######## design 1 ########
==> design_1/port_trees.png <==
(2 px per µm)
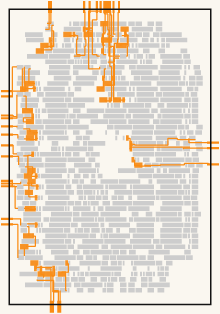

<file path="src/rtl/fetch_pkg.sv">
// fetch_pkg: shared types for the instruction fetch stage.
//   fetch_state_t - fetch controller states
//   fetch_entry_t - one buffered instruction: its PC, the word, and a misalignment fault flag
//   FETCH_NOP     - word stored for faulted (misaligned) fetches
package fetch_pkg;
  typedef enum logic [1:0] {IDLE, REQ, WAIT, DROP} fetch_state_t;
  typedef struct packed {
    logic [31:0] pc;
    logic [31:0] instr;
    logic        fault;
  } fetch_entry_t;
  localparam logic [31:0] FETCH_NOP = 32'h00000000;
endpackage

</file>
<file path="src/rtl/fetch_fifo.sv">
// fetch_fifo: DEPTH-entry circular buffer of fetch_entry_t.
//   clock, reset_n - rising-edge clock, asynchronous active-low reset
//   clear_i        - synchronous clear, wins over push/pop
//   push_i, data_i - write an entry at the tail
//   pop_i          - drop the head entry
//   head_o         - head entry (meaningful only while count_o != 0)
//   count_o        - current occupancy, 0..DEPTH
module fetch_fifo
  import fetch_pkg::*;
#(
  parameter int DEPTH = 2
) (
  input  logic                     clock,
  input  logic                     reset_n,
  input  logic                     clear_i,
  input  logic                     push_i,
  input  fetch_entry_t             data_i,
  input  logic                     pop_i,
  output fetch_entry_t             head_o,
  output logic [$clog2(DEPTH):0]   count_o
);
  localparam int AW = $clog2(DEPTH);
  localparam int CW = AW + 1;
  fetch_entry_t   mem_q [DEPTH];
  logic [AW-1:0]  rd_q, wr_q;
  logic [CW-1:0]  count_q;
  logic           do_push, do_pop;
  assign do_pop  = pop_i & (count_q != '0);
  // A push into a full buffer is only safe when the head leaves on the same edge.
  assign do_push = push_i & ((count_q != CW'(DEPTH)) | do_pop);
  always_ff @(posedge clock or negedge reset_n) begin
    if (!reset_n) begin
      rd_q    <= '0;
      wr_q    <= '0;
      count_q <= '0;
    end else if (clear_i) begin
      rd_q    <= '0;
      wr_q    <= '0;
      count_q <= '0;
    end else begin
      if (do_push) wr_q <= wr_q + 1'b1;
      if (do_pop) rd_q <= rd_q + 1'b1;
      count_q <= count_q + CW'(do_push) - CW'(do_pop);
    end
  end
  always_ff @(posedge clock) begin
    if (do_push) mem_q[wr_q] <= data_i;
  end
  assign head_o  = mem_q[rd_q];
  assign count_o = count_q;
endmodule

</file>
<file path="src/rtl/instruction_fetch.sv">
// instruction_fetch: single-outstanding instruction memory fetch with a tagged output FIFO.
//   clock, reset_n                 - rising-edge clock, asynchronous active-low reset
//   pc_in, pc_valid, pc_ready      - fetch address handshake from the program counter
//   flush                          - discard buffered and in-flight instructions
//   mem_req, mem_addr, mem_gnt     - instruction memory request channel
//   mem_rvalid, mem_rdata          - instruction memory response channel
//   instr_valid, instr_ready       - decode handshake on the FIFO head
//   instr_out, instr_pc, instr_fault - head entry, forced to 0 while instr_valid is low
module instruction_fetch
  import fetch_pkg::*;
#(
  parameter int DEPTH = 2
) (
  input  logic        clock,
  input  logic        reset_n,
  input  logic [31:0] pc_in,
  input  logic        pc_valid,
  output logic        pc_ready,
  input  logic        flush,
  output logic        mem_req,
  output logic [31:0] mem_addr,
  input  logic        mem_gnt,
  input  logic        mem_rvalid,
  input  logic [31:0] mem_rdata,
  output logic        instr_valid,
  input  logic        instr_ready,
  output logic [31:0] instr_out,
  output logic [31:0] instr_pc,
  output logic        instr_fault
);
  localparam int CW = $clog2(DEPTH) + 1;
  fetch_state_t  state_q, state_d;
  logic [31:0]   mem_addr_q;
  logic [CW-1:0] count;
  fetch_entry_t  head, push_data;
  logic          accept, aligned, push;
  assign aligned = pc_in[1:0] == 2'b00;
  // Leaving IDLE only with a free slot reserves room for the eventual response.
  assign pc_ready = reset_n & (state_q == IDLE) & !flush & (count < CW'(DEPTH));
  assign accept   = pc_valid & pc_ready;
  always_comb begin
    state_d = state_q;
    case (state_q)
      IDLE:    state_d = (accept & aligned) ? REQ : IDLE;
      REQ:     state_d = mem_gnt ? (flush ? DROP : WAIT) : (flush ? IDLE : REQ);
      WAIT:    state_d = mem_rvalid ? IDLE : (flush ? DROP : WAIT);
      default: state_d = mem_rvalid ? IDLE : DROP;
    endcase
  end
  // Misaligned PCs bypass memory and enter the FIFO as faulted NOPs; a flush kills a response in WAIT.
  assign push      = (accept & !aligned) | ((state_q == WAIT) & mem_rvalid & !flush);
  assign push_data = (state_q == WAIT) ? fetch_entry_t'{pc: mem_addr_q, instr: mem_rdata, fault: 1'b0}
                                       : fetch_entry_t'{pc: pc_in, instr: FETCH_NOP, fault: 1'b1};
  always_ff @(posedge clock or negedge reset_n) begin
    if (!reset_n) begin
      state_q    <= IDLE;
      mem_addr_q <= '0;
    end else begin
      state_q <= state_d;
      if (accept & aligned) mem_addr_q <= pc_in;
    end
  end
  fetch_fifo #(.DEPTH(DEPTH)) u_fifo (
    .clock   (clock),
    .reset_n (reset_n),
    .clear_i (flush),
    .push_i  (push),
    .data_i  (push_data),
    .pop_i   (instr_valid & instr_ready),
    .head_o  (head),
    .count_o (count)
  );
  assign mem_req     = state_q == REQ;
  assign mem_addr    = mem_addr_q;
  assign instr_valid = count != '0;
  assign instr_out   = instr_valid ? head.instr : '0;
  assign instr_pc    = instr_valid ? head.pc : '0;
  assign instr_fault = instr_valid & head.fault;
endmodule
</file>
<file path="config.mk">
export PLATFORM = sky130hd
export DESIGN_NAME = instruction_fetch
export DESIGN_NICKNAME = d
export VERILOG_FILES = /design/src/rtl/fetch_pkg.sv /design/src/rtl/fetch_fifo.sv /design/src/rtl/instruction_fetch.sv
export SDC_FILE = /design/constraint.sdc
export NUM_CORES = 1
export LEC_CHECK = 0
export CAP_MARGIN = 20
export CORE_ASPECT_RATIO = 1.5
export CORE_MARGIN = 3
export CORE_UTILIZATION = 53
export DETAILED_ROUTE_END_ITERATION = 10
export PLACE_DENSITY = 0.85
export SLEW_MARGIN = 30
export SYNTH_ARGS = -nofsm -noshare
export SYNTH_HDL_FRONTEND = slang
export SYNTH_SLANG_ARGS = --single-unit
</file>
<file path="constraint.sdc">
create_clock -name clock -period 4.9 [get_ports clock]
set_input_delay 0.735 -clock clock [delete_from_list [all_inputs] [get_ports clock]]
set_output_delay 0.735 -clock clock [all_outputs]
set_load 0.02 [all_outputs]
</file>
######## design 2 ########
[src/rtl/reg_dump_pkg.sv]
// Shared types and constants for the register dump reader.
// - state_t       : FSM state encoding (HDR/CSUM are only reachable when
//                   REG_DUMP_FRAME_EN is defined).
// - FRAME_HEADER  : first byte of a framed dump.
// - BYTES_PER_REG : bytes per register word at the default width.
// - BYTE_CNT_W    : byte counter width at the default width.
// - byte_cnt_w()  : counter width for an arbitrary byte count (minimum 1).
package reg_dump_pkg;

  typedef enum logic [2:0] {
    IDLE, LATCH, SEND, NEXT, DONE, HDR, CSUM
  } state_t;

  localparam logic [7:0] FRAME_HEADER   = 8'hA5;
  localparam int         DEF_DATA_WIDTH = 32;
  localparam int         BYTES_PER_REG  = DEF_DATA_WIDTH / 8;

  function automatic int byte_cnt_w(input int bytes);
    return (bytes > 1) ? $clog2(bytes) : 1;
  endfunction

  localparam int BYTE_CNT_W = byte_cnt_w(BYTES_PER_REG);

endpackage

[src/rtl/reg_dump_reader_word_byte_serializer.sv]
// Word-to-byte serializer: loads a DATA_WIDTH word and presents it MSB byte
// first on a valid/ready byte interface.
// Ports:
//   clk, reset     : clock, synchronous active-low reset
//   load           : capture word (has priority over an in-flight transfer)
//   load_byte      : the load carries a single byte in the top byte of word
//   word           : word to serialize
//   tx_data/valid  : byte output, held stable while stalled
//   tx_ready       : downstream accepts the byte this cycle
//   last           : the byte currently presented is the final one
//   xfer           : a byte transfers this cycle
module word_byte_serializer
  import reg_dump_pkg::*;
#(
  parameter int DATA_WIDTH = 32
) (
  input  logic                  clk,
  input  logic                  reset,
  input  logic                  load,
  input  logic                  load_byte,
  input  logic [DATA_WIDTH-1:0] word,
  output logic [7:0]            tx_data,
  output logic                  tx_valid,
  input  logic                  tx_ready,
  output logic                  last,
  output logic                  xfer
);

  localparam int BPR = DATA_WIDTH / 8;
  localparam int CW  = byte_cnt_w(BPR);
  localparam logic [CW-1:0] LAST_IDX = CW'(BPR - 1);

  logic [DATA_WIDTH-1:0] shreg;
  logic [CW-1:0]         byte_cnt;
  logic                  valid;

  // The presented byte is always the top byte of the shift register, so it
  // cannot change while stalled: the register only moves on a transfer.
  assign tx_data  = shreg[DATA_WIDTH-1 -: 8];
  assign tx_valid = valid;
  assign last     = (byte_cnt == LAST_IDX);
  assign xfer     = valid && tx_ready;

  always_ff @(posedge clk) begin
    if (!reset) begin
      shreg    <= '0;
      byte_cnt <= '0;
      valid    <= 1'b0;
    end else if (load) begin
      shreg    <= word;
      // A single-byte load starts at the last index so one transfer ends it.
      byte_cnt <= load_byte ? LAST_IDX : '0;
      valid    <= 1'b1;
    end else if (xfer) begin
      if (last) begin
        valid <= 1'b0;
      end else begin
        shreg    <= shreg << 8;
        byte_cnt <= byte_cnt + CW'(1);
      end
    end
  end

endmodule

[src/rtl/reg_dump_reader.sv]
// Register dump reader: on start, walks register addresses 0..NUM_REGS-1 on
// the register file debug read port and streams every word MSB byte first
// to the debug UART transmitter.
// Build option: define REG_DUMP_FRAME_EN to wrap the dump in a frame
// (header byte 8'hA5 first, XOR of all data bytes last).
// Ports:
//   clk, reset : clock, synchronous active-low reset
//   start      : dump request, only looked at in IDLE
//   dbg_addr   : register address to the debug read port
//   dbg_data   : combinational read data for dbg_addr
//   tx_data    : byte to the transmitter
//   tx_valid   : tx_data is valid
//   tx_ready   : transmitter accepts the byte this cycle
//   busy       : dump in progress
//   done       : one-cycle pulse at dump completion
module reg_dump_reader
  import reg_dump_pkg::*;
#(
  parameter int NUM_REGS   = 32,
  parameter int ADDR_WIDTH = 5,
  parameter int DATA_WIDTH = 32
) (
  input  logic                  clk,
  input  logic                  reset,
  input  logic                  start,
  output logic [ADDR_WIDTH-1:0] dbg_addr,
  input  logic [DATA_WIDTH-1:0] dbg_data,
  output logic [7:0]            tx_data,
  output logic                  tx_valid,
  input  logic                  tx_ready,
  output logic                  busy,
  output logic                  done
);

  localparam logic [ADDR_WIDTH-1:0] LAST_ADDR = ADDR_WIDTH'(NUM_REGS - 1);

  state_t                state, state_nxt;
  logic                  ser_load, ser_load_byte;
  logic [DATA_WIDTH-1:0] ser_word;
  logic                  ser_last, ser_xfer;

`ifdef REG_DUMP_FRAME_EN
  logic [7:0] csum;
`endif

  word_byte_serializer #(.DATA_WIDTH(DATA_WIDTH)) u_ser (
    .clk       (clk),
    .reset     (reset),
    .load      (ser_load),
    .load_byte (ser_load_byte),
    .word      (ser_word),
    .tx_data   (tx_data),
    .tx_valid  (tx_valid),
    .tx_ready  (tx_ready),
    .last      (ser_last),
    .xfer      (ser_xfer)
  );

  always_ff @(posedge clk) begin
    if (!reset) state <= IDLE;
    else        state <= state_nxt;
  end

  // Header and checksum bytes are loaded on the edge that enters HDR/CSUM,
  // so the byte is already valid during the first cycle of those states.
  always_comb begin
    state_nxt     = state;
    ser_load      = 1'b0;
    ser_load_byte = 1'b0;
    ser_word      = dbg_data;
    case (state)
      IDLE: begin
        if (start) begin
`ifdef REG_DUMP_FRAME_EN
          state_nxt     = HDR;
          ser_load      = 1'b1;
          ser_load_byte = 1'b1;
          ser_word      = DATA_WIDTH'(FRAME_HEADER) << (DATA_WIDTH - 8);
`else
          state_nxt = LATCH;
`endif
        end
      end
      LATCH: begin
        ser_load  = 1'b1;
        state_nxt = SEND;
      end
      SEND: begin
        if (ser_xfer && ser_last) state_nxt = NEXT;
      end
      NEXT: begin
        if (dbg_addr == LAST_ADDR) begin
`ifdef REG_DUMP_FRAME_EN
          state_nxt     = CSUM;
          ser_load      = 1'b1;
          ser_load_byte = 1'b1;
          ser_word      = DATA_WIDTH'(csum) << (DATA_WIDTH - 8);
`else
          state_nxt = DONE;
`endif
        end else begin
          state_nxt = LATCH;
        end
      end
      DONE: state_nxt = IDLE;
`ifdef REG_DUMP_FRAME_EN
      HDR:  if (ser_xfer && ser_last) state_nxt = LATCH;
      CSUM: if (ser_xfer && ser_last) state_nxt = DONE;
`endif
      default: state_nxt = IDLE;
    endcase
  end

  // Address sequencing and status flags.
  always_ff @(posedge clk) begin
    if (!reset) begin
      dbg_addr <= '0;
      busy     <= 1'b0;
      done     <= 1'b0;
`ifdef REG_DUMP_FRAME_EN
      csum     <= '0;
`endif
    end else begin
      done <= 1'b0;
      case (state)
        IDLE: begin
          if (start) begin
            dbg_addr <= '0;
            busy     <= 1'b1;
`ifdef REG_DUMP_FRAME_EN
            csum     <= '0;
`endif
          end
        end
        NEXT: begin
          // Stops at the last address; never wraps within a dump.
          if (dbg_addr != LAST_ADDR) dbg_addr <= dbg_addr + ADDR_WIDTH'(1);
        end
        DONE: begin
          done     <= 1'b1;
          busy     <= 1'b0;
          dbg_addr <= '0;
        end
        default: ;
      endcase
`ifdef REG_DUMP_FRAME_EN
      // Only data bytes feed the checksum; header and checksum go out in
      // HDR/CSUM, never in SEND.
      if (state == SEND && ser_xfer) csum <= csum ^ tx_data;
`endif
    end
  end

endmodule

[config.mk]
export PLATFORM = sky130hd
export DESIGN_NAME = reg_dump_reader
export DESIGN_NICKNAME = d
export VERILOG_FILES = /design/src/rtl/reg_dump_pkg.sv /design/src/rtl/reg_dump_reader_word_byte_serializer.sv /design/src/rtl/reg_dump_reader.sv
export SDC_FILE = /design/constraint.sdc
export NUM_CORES = 1
export LEC_CHECK = 0
export CAP_MARGIN = 20
export CORE_MARGIN = 2
export CORE_UTILIZATION = 45
export CTS_CLUSTER_DIAMETER = 150
export DETAILED_ROUTE_END_ITERATION = 6
export GPL_TIMING_DRIVEN = 0
export PLACE_DENSITY = 0.76
export REMOVE_ABC_BUFFERS = 1
export SYNTH_ARGS = -nofsm -noshare
export SYNTH_HDL_FRONTEND = slang
export SYNTH_HIERARCHICAL = 1
export SYNTH_SLANG_ARGS = --single-unit
export TNS_END_PERCENT = 1
[constraint.sdc]
create_clock -name clk -period 1.9 [get_ports clk]
set_clock_uncertainty 0.15 [all_clocks]
set_input_delay 0.285 -clock clk [delete_from_list [all_inputs] [get_ports clk]]
set_output_delay 0.285 -clock clk [all_outputs]
set_load 0.02 [all_outputs]
==> design_1/clock_nets.png <==
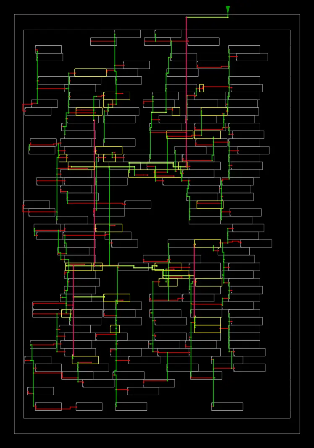
Clock Skews: 8.77 ps
CTS Sinks: 168
CTS Buf Count: 17
# clk buffers: 21

About design_1/port_trees.png:
pc_in -> orange  # bits 32, direction input, edge 13 west, 12 north, 4 south, 3 east, end cells 63, buffers 32, wire 1000 µm

==> flow_summary.yaml, design 1 <==
# generated from flow reports
cells_and_area:
  seq_share_pct: 50.9
  largest_reg_flops: 130
  bufAreaShareNonClock_pct: 18.8
cts:
  cts_tree: "built"
  clock_path_buffers: 2
power_and_ir_drop:
  ir_worst_vdd_mv: 0.361
  switchingPower_mw: 1.95
route:
  num_vias: 4475
  drt_iter0_drc: 230
  drt-pass1-iter-count: 5
critical_path:
  worst_setup_path_end_kind: "output pin"
  setup.worst_path.start: "flush"
  cpLargestDelayFamily: "buffers and inverters"
  cp_max_fo: 9
  max_stage_delay_ps: 720
  cp.depth: 3
synth:
  syn_area_um2: 7020
  postSynthSeqShare_pct: 69.2
  yosys_area_um2: 7020
die:
  die_w_um: 100
  taps: 156
  core_area_um2: 12700
global_routing:
  top_usage_layer: "met2"
  grt_pass1_vias: 4769
  use_met2_pct: 38.5
  grt_overflow: 0
  grt_start_max_net_pins: 66
outcome:
  status: "complete, no violations"
timing:
  rsz0062_at_grt: "no"
design 1: cell families after synthesis:
| kind of cell | count (synthesis) | share of synthesized area [%] |
|---|---|---|
| XOR/XNOR | 4 | 0.499 |
| multiplexers | 95 | 14.1 |
| AND-OR/OR-AND | 7 | 0.731 |
| buffers and inverters | 35 | 1.96 |
| adder cells (fa/ha/maj) | 2 | 0.357 |
| AND/OR/NAND/NOR | 212 | 13.2 |
| flip-flops | 168 | 69.2 |
design 1: synth_stat cells (2+ instances only):
cell type	count
nor2b_1	3
xnor2_1	3
ha_1	2
mux2i_1	65
dfrtp_1	38
clkbuf_1	20
nand2_1	96
edfxtp_1	130
buf_1	4
inv_1	6
nor2_1	70
mux2_2	30
buf_2	5
and2_1	36
design 1: placed cells by master (no fill, tap or decap), types with 5 or more instances in the layout:
cell type        instances
mux2i_1                 65
inv_6                    5
clkbuf_16               20
clkdlybuf4s50_1        169
and2_1                  35
dfrtp_1                 37
nor2_1                  69
nand2_1                 96
mux2_2                  30
edfxtp_1               130
design 1: per-stage QoR:
step,instance area [µm²],std cells
final,9540,858
after global routing,9540,858
after floorplan,7020,523
after detailed placement,8920,826
after CTS,9540,858
after global placement,8860,824
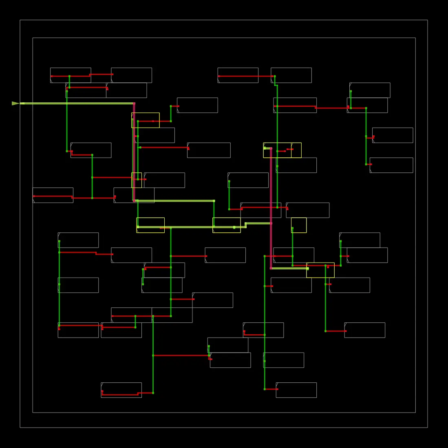
(design_2/clock_nets.png)
clock latency (worst-skew pair): 300 ps
# clk buffers: 5
Flops: 45
CTS Sinks: 45
P_clk: 579 µW

==> flow_summary.yaml, design 2 <==
# generated from flow reports
synth:
  async_reset_ff_share_pct: 0
  netlist_instances: 245
  ys_cells: 245
critical_path:
  cp_max_fo: 6
  worst_setup_path_end_kind: "flip-flop"
power_and_ir_drop:
  largestPowerGroup: "registers"
  clkPwrFrac_pct: 18.2
cells_and_area:
  n_all_buffers: 59
  largest_registers: "u_ser/shreg x32, dbg_addr x5, state x3"
  antenna_cells: 0
  inverters: 4
  seqCellArea_um2: 906
timing:
  finalSetupViolations: 1
  setup_ws_ps: -29.0
outcome:
  violations: "setup timing"
  status: "finished, violations left"
cts:
  cts_root_buffer: "clkbuf_8"
global_routing:
  met1_usage_pct: 24.3
  grt_overflow: 0
run:
  drv_cap: 0
placed_design:
  place_area_um2: 2620
route:
  routedWlPerCell_um: 13.7
die:
  num_rows: 25
==> design 2: worst paths after layout <==
| path | end | startpoint | cells after the start | slack (ps) |
|---|---|---|---|---|
| worst max-delay path | dbg_addr[3] | dbg_addr[0] | 6 | -30 |
| worst min-delay path | u_ser/shreg[31] | u_ser/shreg[31] | 2 | 310 |
| worst max register to register | dbg_addr[3] | dbg_addr[0] | 6 | -30 |
| worst min register to register | u_ser/shreg[31] | u_ser/shreg[31] | 2 | 310 |
==> design 2: logic make-up after synthesis <==
| group | synth area share [%] |
|---|---|
| AOI/OAI and AO/OA | 32.5 |
| and+or+nand+nor | 14.7 |
| DFF | 40.9 |
| buffers and inverters | 9.26 |
| adders and majority gates | 1.70 |
| xor gates and xnor gates | 0.796 |
| other | 0.170 |
==> design 2: critical path, cell delays in order, from the launching register on <==
cell and delay (ps):
dfxtp_2 350, ha_1 230, and3_1 190, ha_2 190
and4bb_4 350, a41oi_2 130, a311oi_2 240
==> design 2: per-layer routing <==
layer,vias up,wire (µm)
met5,-,0
met1,869,2370
li1,946,-
met2,37,2260
met3,5,202
met4,0,39


==> layout pictures side by side <==
Sequential cells grouped by signal name.
image #1
(4 px per µm) Other sequential cells in the stronger grey, the rest of the logic in the fainter grey.
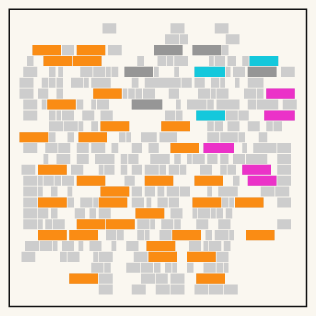
image #2
(2 px per µm) Other sequential cells in the stronger grey, the rest of the logic in the fainter grey.
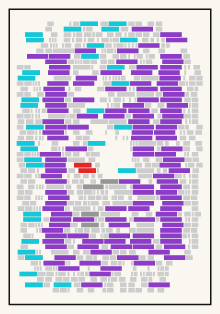
- largest die: image #2
- most sequential cells: image #2
Image #1 comes from design 2.
Image #2 comes from design 1.

Key to image #2:
u_fifo.mem_q -> purple  # flops 130
mem_addr -> cyan  # flops 32
state_q -> red  # flops 2
not coloured = 4


==> screenshots <==
Selected gate families.
(a)
(3 px per µm)
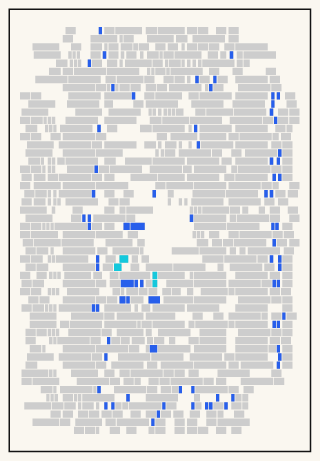
(b)
(6 px per µm)
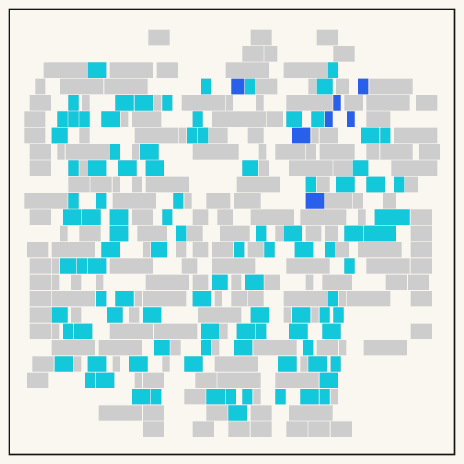
- design 1 = (a)
- design 2 = (b)
- largest die: (a)
- most cells: (a)

Key to (b):
aoi and oai cells -> cyan  # cells 100, most used a21oi_2
nor cells -> blue  # cells 7, most used nor2_1, where north-east

Power and IR drop assume default switching activity.
